=== design 1 ===
### src/rtl/alu_step_controller.sv
// Multi-cycle control sequencer for the three-operand ALU datapath: fetches one
// instruction, decodes the opcode and steps the register-transfer strobes.
module alu_step_controller #(
  parameter int OPC_W        = 5,
  parameter int ALU_OP_W     = 4,
  parameter int MEM_WAIT_MAX = 15
) (
  input  logic                clock,
  input  logic                reset,
  input  logic                start,
  input  logic [31:0]         ir,
  input  logic                mem_ready,
  output logic                busy,
  output logic                done,
  output logic                illegal,
  output logic                pc_out,
  output logic                mar_in,
  output logic                inc_pc,
  output logic                z_in,
  output logic                z_lo_out,
  output logic                z_hi_out,
  output logic                pc_in,
  output logic                mem_read,
  output logic                mdr_in,
  output logic                mdr_out,
  output logic                ir_in,
  output logic                y_in,
  output logic                gra,
  output logic                grb,
  output logic                grc,
  output logic                r_out,
  output logic                r_in,
  output logic                lo_in,
  output logic                hi_in,
  output logic [ALU_OP_W-1:0] alu_op
);

  // Handshake: start is sampled only in IDLE; busy is high in every other
  // state; done or illegal pulses for one cycle on the last step of a run.

  typedef enum logic [2:0] {
    IDLE = 3'd0,
    T0   = 3'd1,
    T1   = 3'd2,
    T2   = 3'd3,
    T3   = 3'd4,
    T4   = 3'd5,
    T5   = 3'd6,
    T6   = 3'd7
  } state_t;

  localparam logic [3:0] WAIT_LAST = 4'(MEM_WAIT_MAX - 1);

  state_t           state, state_d;
  logic [3:0]       wait_cnt, wait_cnt_d;
  logic [OPC_W-1:0] op_q;
  logic [OPC_W-1:0] ir_op;
  logic             ir_legal;
  logic             op_unary;
  logic             op_muldiv;
  logic             unused_ir;

  assign ir_op     = ir[31:27];
  assign unused_ir = ^ir[26:0];
  assign ir_legal  = (ir_op >= OPC_W'(1)) && (ir_op <= OPC_W'(12));
  assign op_unary  = (op_q == OPC_W'(11)) || (op_q == OPC_W'(12));
  assign op_muldiv = (op_q == OPC_W'(3)) || (op_q == OPC_W'(4));

  always_ff @(posedge clock) begin
    if (reset) begin
      state    <= IDLE;
      wait_cnt <= '0;
      op_q     <= '0;
    end else begin
      state    <= state_d;
      wait_cnt <= wait_cnt_d;
      if (state == T3) op_q <= ir_op;
    end
  end

  always_comb begin
    state_d    = state;
    wait_cnt_d = '0;
    busy       = (state != IDLE);
    done       = 1'b0;
    illegal    = 1'b0;
    pc_out     = 1'b0;
    mar_in     = 1'b0;
    inc_pc     = 1'b0;
    z_in       = 1'b0;
    z_lo_out   = 1'b0;
    z_hi_out   = 1'b0;
    pc_in      = 1'b0;
    mem_read   = 1'b0;
    mdr_in     = 1'b0;
    mdr_out    = 1'b0;
    ir_in      = 1'b0;
    y_in       = 1'b0;
    gra        = 1'b0;
    grb        = 1'b0;
    grc        = 1'b0;
    r_out      = 1'b0;
    r_in       = 1'b0;
    lo_in      = 1'b0;
    hi_in      = 1'b0;
    alu_op     = '0;
    case (state)
      IDLE: if (start) state_d = T0;
      T0: begin
        pc_out  = 1'b1;
        mar_in  = 1'b1;
        inc_pc  = 1'b1;
        z_in    = 1'b1;
        state_d = T1;
      end
      T1: begin
        // The incremented PC is written back only once, however long memory stalls.
        z_lo_out = 1'b1;
        mem_read = 1'b1;
        pc_in    = (wait_cnt == 4'd0);
        if (mem_ready) begin
          mdr_in  = 1'b1;
          state_d = T2;
        end else if (wait_cnt == WAIT_LAST) begin
          illegal = 1'b1;
          state_d = IDLE;
        end else begin
          wait_cnt_d = wait_cnt + 4'd1;
        end
      end
      T2: begin
        mdr_out = 1'b1;
        ir_in   = 1'b1;
        state_d = T3;
      end
      T3: begin
        if (!ir_legal) begin
          illegal = 1'b1;
          state_d = IDLE;
        end else begin
          grb     = 1'b1;
          r_out   = 1'b1;
          y_in    = 1'b1;
          state_d = T4;
        end
      end
      T4: begin
        // Unary ops take their operand from Y, so Rc is not selected.
        grc     = !op_unary;
        r_out   = 1'b1;
        alu_op  = ALU_OP_W'(op_q);
        z_in    = 1'b1;
        state_d = T5;
      end
      T5: begin
        z_lo_out = 1'b1;
        if (op_muldiv) begin
          lo_in   = 1'b1;
          state_d = T6;
        end else begin
          gra     = 1'b1;
          r_in    = 1'b1;
          done    = 1'b1;
          state_d = IDLE;
        end
      end
      T6: begin
        z_hi_out = 1'b1;
        hi_in    = 1'b1;
        done     = 1'b1;
        state_d  = IDLE;
      end
      default: state_d = IDLE;
    endcase
  end

endmodule

### config.mk
export PLATFORM = sky130hd
export DESIGN_NAME = alu_step_controller
export DESIGN_NICKNAME = d
export VERILOG_FILES = /design/src/rtl/alu_step_controller.sv
export SDC_FILE = /design/constraint.sdc
export NUM_CORES = 1
export LEC_CHECK = 0
export ABC_AREA = 1
export CAP_MARGIN = 25
export CORE_MARGIN = 2
export CORE_UTILIZATION = 26
export DETAILED_ROUTE_END_ITERATION = 10
export GPL_ROUTABILITY_DRIVEN = 0
export PLACE_DENSITY = 0.65
export SYNTH_ARGS = -nofsm -noshare
export SYNTH_HDL_FRONTEND = slang
export SYNTH_SLANG_ARGS = --single-unit
### constraint.sdc
create_clock -name clock -period 1.2 [get_ports clock]
set_input_delay 0.12 -clock clock [delete_from_list [all_inputs] [get_ports clock]]
set_output_delay 0.12 -clock clock [all_outputs]
set_load 0.005 [all_outputs]
design_1/metal_stack.png
Drawn at 4 px/micron.
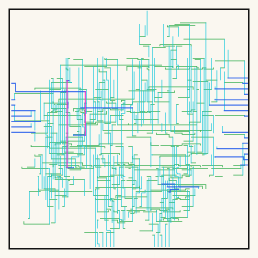
| layer | color | wire length |
|---|---|---|
| met3 | blue | 149 microns |
| met1 | green | 1080 microns |
| met2 | cyan | 1680 microns |
| met4 | magenta | 32.6 microns |

design_1/pins.png
Drawn at 6 px/micron. Pins as bars across the die edge, other pins in gray.
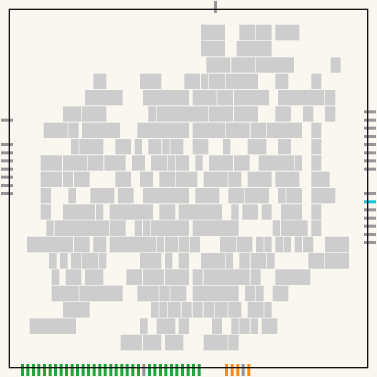
| port | color | pins | direction | edge |
|---|---|---|---|---|
| ir | green | 32 | input | bottom |
| lo_in | cyan | 1 | output | right |
| alu_op | orange | 4 | output | bottom |
all pins by edge: 38 bottom, 15 right, 8 left, 1 top

==> state kept, by name, indices dropped and copies added (netlist names) <==
signal / cells
state: 3
op_q: 5
wait_cnt: 4
==> final cells by class <==
type	instances	area (sq um)	area share [%]
multi-input combinational	77	656	38.8
timing repair buffer	77	632	37.4
sequential	12	256	15.2
inverter	20	80.1	4.74
tap	33	41.3	2.45
clock buffer	3	22.5	1.33
==> what timing repair did <==
action / in CTS / in global routing
gates resized: 154 / 32
setup endpoints to repair: 33 / 34
pin swaps: 24 / 15
setup buffers: 15 / 2
==> per-stage QoR <==
step / setup WS (ns) / TNS [ns] / std cells / hold slack (ns)
finish: -0.196 / -3.23 / 222 / 0.289
global route: -0.271 / -5.42 / 222 / 0.308
CTS: -0.194 / -3.82 / 222 / 0.285
detailed placement: -0.540 / -7.77 / 207 / 0.529
global placement: -0.494 / -7.01 / 207 / 0.507
floorplan: 0.0337 / 0 / 116 / 0.296
==> per-layer routing <==
| layer | track usage, % | vias up |
|---|---|---|
| met5 | 0 | - |
| met4 | 3.17 | 0 |
| met3 | 2.62 | 4 |
| met2 | 34.9 | 35 |
| met1 | 18.6 | 497 |
| li1 | - | 520 |
==> changes_impl.md <==
### Changed

- Outcome: complete, but fails checks
- Failing checks: setup timing
- CP Data Required Time: roughly 1.1 ns
- Setup slack after layout: -0.196 ns
- Met2 wire len: around 1700 microns
- Placement Rows: 20
- Clock skew: just under 0.01 ns
- Placed cell area: 1370 sq um
- Crit Path Max Fanout: 7
- Pin count of the biggest net entering global routing: 11
- Flop2flop setup slack: -0.09 ns
- VDD IR max: 615 uV
- R2R Path End: wait_cnt[0]
- Overflow after GRT: 0
- Filler cells: approximately 280
- CP Launch Point: state[1]
- Setup Viol. Count Final: 30
- Hold_sp: ir[28]
- Internal power: 1200 uW

=== design 2 ===
design_2/metal_stack.png
Drawn at 4 px/micron.
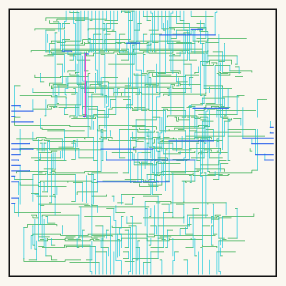
design_2/density.png
Drawn at 6 px/micron. The die is cut into 7 by 7 equal tiles; black is low, pale yellow is high, 0 to 100% covered.
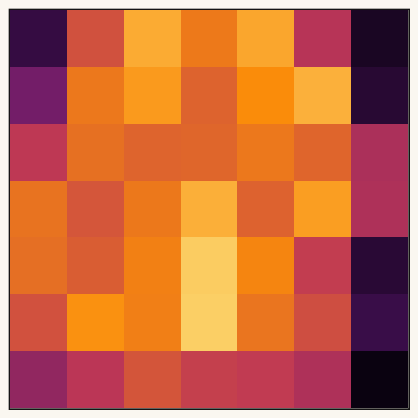
===== src/rtl/spell_mem_pkg.sv =====
// Shared encodings for the SPELL memory router: address spaces, FSM states,
// error read data and the default access timeout.
package spell_mem_pkg;

  localparam logic [1:0] SPACE_DATA = 2'd0;
  localparam logic [1:0] SPACE_CODE = 2'd1;
  localparam logic [1:0] SPACE_IO   = 2'd2;
  localparam logic [1:0] SPACE_RSVD = 2'd3;

  localparam logic [7:0] ERR_RDATA = 8'hFF;

  localparam int unsigned TIMEOUT_CYCLES_DEF = 15;

  typedef enum logic [1:0] {
    ST_IDLE    = 2'd0,
    ST_ACTIVE  = 2'd1,
    ST_RELEASE = 2'd2
  } state_e;

  // Select vector layout is {io, code, data}
  function automatic logic [2:0] space_to_sel(input logic [1:0] space);
    logic [2:0] sel;
    case (space)
      SPACE_DATA: sel = 3'b001;
      SPACE_CODE: sel = 3'b010;
      SPACE_IO:   sel = 3'b100;
      default:    sel = 3'b000;
    endcase
    return sel;
  endfunction

endpackage


===== src/rtl/spell_mem_router.sv =====
// Single-access router from the SPELL CPU to data RAM, code memory and IO:
// decode, hold select until ready, one release cycle, timeout with error.
module spell_mem_router
  import spell_mem_pkg::*;
#(
  parameter int unsigned TIMEOUT_CYCLES = TIMEOUT_CYCLES_DEF
) (
  input  logic       clk,
  input  logic       rst_n,
  input  logic       cpu_req,
  input  logic [1:0] cpu_space,
  input  logic [7:0] cpu_addr,
  input  logic [7:0] cpu_wdata,
  input  logic       cpu_write,
  output logic [7:0] cpu_rdata,
  output logic       cpu_done,
  output logic       cpu_err,
  output logic       data_select,
  output logic       code_select,
  output logic       io_select,
  output logic [7:0] tgt_addr,
  output logic [7:0] tgt_wdata,
  output logic       tgt_write,
  input  logic [7:0] data_rdata,
  input  logic [7:0] code_rdata,
  input  logic [7:0] io_rdata,
  input  logic       data_ready,
  input  logic       code_ready,
  input  logic       io_ready
);

  localparam int CNT_W = $clog2(TIMEOUT_CYCLES + 1);
  localparam logic [CNT_W-1:0] CNT_LAST = CNT_W'(TIMEOUT_CYCLES - 1);

  state_e           state_q, state_d;
  logic [2:0]       sel_q, sel_d;
  logic [CNT_W-1:0] cnt_q, cnt_d;
  logic [7:0]       addr_q, addr_d;
  logic [7:0]       wdata_q, wdata_d;
  logic             write_q, write_d;
  logic [7:0]       rdata_q, rdata_d;
  logic             done_q, done_d;
  logic             err_q, err_d;
  logic             sel_ready_s;
  logic [7:0]       sel_rdata_s;
  logic             illegal_s;

  // Only the selected target's ready and read data are ever looked at
  always_comb begin
    sel_ready_s = |(sel_q & {io_ready, code_ready, data_ready});
    case (sel_q)
      3'b001:  sel_rdata_s = data_rdata;
      3'b010:  sel_rdata_s = code_rdata;
      3'b100:  sel_rdata_s = io_rdata;
      default: sel_rdata_s = 8'h00;
    endcase
  end

  assign illegal_s = (cpu_space == SPACE_RSVD) ||
                     ((cpu_space == SPACE_CODE) && cpu_write);

  // Next-state and registered-output computation
  always_comb begin
    state_d = state_q;
    sel_d   = sel_q;
    cnt_d   = cnt_q;
    addr_d  = addr_q;
    wdata_d = wdata_q;
    write_d = write_q;
    rdata_d = rdata_q;
    done_d  = 1'b0;
    err_d   = 1'b0;
    case (state_q)
      ST_IDLE: begin
        if (cpu_req) begin
          addr_d  = cpu_addr;
          wdata_d = cpu_wdata;
          write_d = cpu_write;
          cnt_d   = '0;
          if (illegal_s) begin
            sel_d   = 3'b000;
            done_d  = 1'b1;
            err_d   = 1'b1;
            rdata_d = ERR_RDATA;
            state_d = ST_RELEASE;
          end else begin
            sel_d   = space_to_sel(cpu_space);
            state_d = ST_ACTIVE;
          end
        end else begin
          state_d = ST_IDLE;
        end
      end
      ST_ACTIVE: begin
        if (sel_ready_s) begin
          sel_d   = 3'b000;
          done_d  = 1'b1;
          state_d = ST_RELEASE;
          if (!write_q) begin
            rdata_d = sel_rdata_s;
          end else begin
            rdata_d = rdata_q;
          end
        end else if (cnt_q == CNT_LAST) begin
          sel_d   = 3'b000;
          done_d  = 1'b1;
          err_d   = 1'b1;
          rdata_d = ERR_RDATA;
          state_d = ST_RELEASE;
        end else begin
          cnt_d = cnt_q + CNT_W'(1);
        end
      end
      // Swallows a stale ready left over from the access just completed
      ST_RELEASE: begin
        state_d = ST_IDLE;
      end
      default: begin
        sel_d   = 3'b000;
        state_d = ST_IDLE;
      end
    endcase
  end

  // State and output registers with synchronous active-low reset
  always_ff @(posedge clk) begin
    if (!rst_n) begin
      state_q <= ST_IDLE;
      sel_q   <= 3'b000;
      cnt_q   <= '0;
      addr_q  <= 8'h00;
      wdata_q <= 8'h00;
      write_q <= 1'b0;
      rdata_q <= 8'h00;
      done_q  <= 1'b0;
      err_q   <= 1'b0;
    end else begin
      state_q <= state_d;
      sel_q   <= sel_d;
      cnt_q   <= cnt_d;
      addr_q  <= addr_d;
      wdata_q <= wdata_d;
      write_q <= write_d;
      rdata_q <= rdata_d;
      done_q  <= done_d;
      err_q   <= err_d;
    end
  end

  assign data_select = sel_q[0];
  assign code_select = sel_q[1];
  assign io_select   = sel_q[2];
  assign tgt_addr    = addr_q;
  assign tgt_wdata   = wdata_q;
  assign tgt_write   = write_q;
  assign cpu_rdata   = rdata_q;
  assign cpu_done    = done_q;
  assign cpu_err     = err_q;

endmodule


===== config.mk =====
export PLATFORM = sky130hd
export DESIGN_NAME = spell_mem_router
export DESIGN_NICKNAME = d
export VERILOG_FILES = /design/src/rtl/spell_mem_pkg.sv /design/src/rtl/spell_mem_router.sv
export SDC_FILE = /design/constraint.sdc
export NUM_CORES = 1
export LEC_CHECK = 0
export CAP_MARGIN = 20
export CORE_UTILIZATION = 40
export CTS_BUF_LIST = sky130_fd_sc_hd__clkbuf_4 sky130_fd_sc_hd__clkbuf_8 sky130_fd_sc_hd__clkbuf_16
export CTS_CLUSTER_DIAMETER = 40
export DETAILED_ROUTE_END_ITERATION = 8
export PLACE_DENSITY = 0.79
export SYNTH_ARGS = -nofsm -noshare
export SYNTH_HDL_FRONTEND = slang
export SYNTH_SLANG_ARGS = --single-unit

===== constraint.sdc =====
create_clock -name clk -period 2.5 [get_ports clk]
set_clock_uncertainty 0.1 [all_clocks]
set_input_delay 0.375 -clock clk [delete_from_list [all_inputs] [get_ports clk]]
set_output_delay 0.375 -clock clk [all_outputs]
set_load 0.01 [all_outputs]

==> changes_impl.md <==
### Changed

- Post-synthesis adder-cell area fraction: 1.51%
- CTS sink cnt: 36
- Outcome: finished clean
- R2R cell count: 5
- Post-synth top area share: 43.4%
- Reg2reg start: sel_q[1]
- Filler cells: 353
- Post-route minimum period: 2.21 ns
- Flop2flop setup slack: around 0.41 ns
- Tap Count: about 50
- Crit Path Class: in2reg
- Core ar.: 4000 sq um
- Htree depth: 2
- Critical Path AT: 2.29 ns
- First-pass GRT wire length: approximately 6700 microns
- Max frequency: 0.452 GHz
- ClkCell Share: 3.76%
## Picture notes: design_2/metal_stack.png
| layer | color | wire length |
|---|---|---|
| met3 | blue | 154 microns |
| met4 | magenta | 15.6 microns |
| met2 | cyan | 2100 microns |
| met1 | green | 1990 microns |

## Picture notes: design_2/density.png
tiles over 75% full: 18%
emptiest ninth of the die: bottom right
mean over tiles: 57%
fullest tile: 90%

[placed cells by master, fill, tap and decap left out, drive strengths merged]
cell	count
clkdlybuf4s50	78
nand2	48
dfxtp	36
a21boi	17
nand3	11
nor2b	10
nor2	8
a32oi	8
o211a	8
buf	7
clkbuf	7
nand2b	3
nor3	3
inv	2
and3	2
o21a	2
nand4	2
xor2	2
a21oi	2
mux2i	2
ha	2
nor4	2
a222oi	1
or3b	1
nand4b	1
o21ai	1
a41o	1
a2bb2oi	1
nor3b	1
nor4b	1
a22oi	1
o2bb2ai	1
and2	1
clkinvlp	1
[layer usage]
layer  share of wire [%]  wire (microns)  track usage (%)  vias up
met4                0.35              15             7.71        0
met3                 3.6             154             5.86        2
met5                   0               0                0        -
li1                    -               -                -      834
met1                  47            1980             25.3      737
met2                  49            2100             33.0       41
[power by group]
group          internal (uW)  total [uW]  switching (uW)  leakage [uW]
Sequential               620         650            30.5      0.000295
Combinational            200         342             142      0.000670
Clock                    235         438             204     0.0000479
Total                   1050        1430             376       0.00101


==> layout pictures side by side <==
Cells colored by class.
Drawn at 4 px/micron.
picture 1
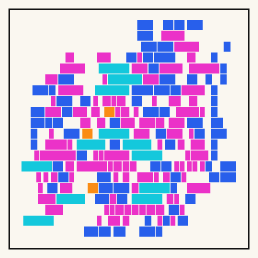
picture 2
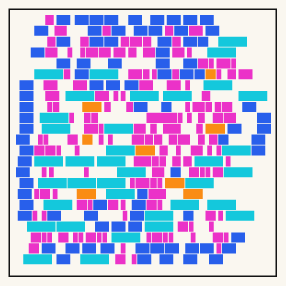
Of these, largest die: picture 2
Picture 2 is design 2.
Picture 1 is design 1.

Power figures rest on the tool's default switching activity, not on a simulated workload.
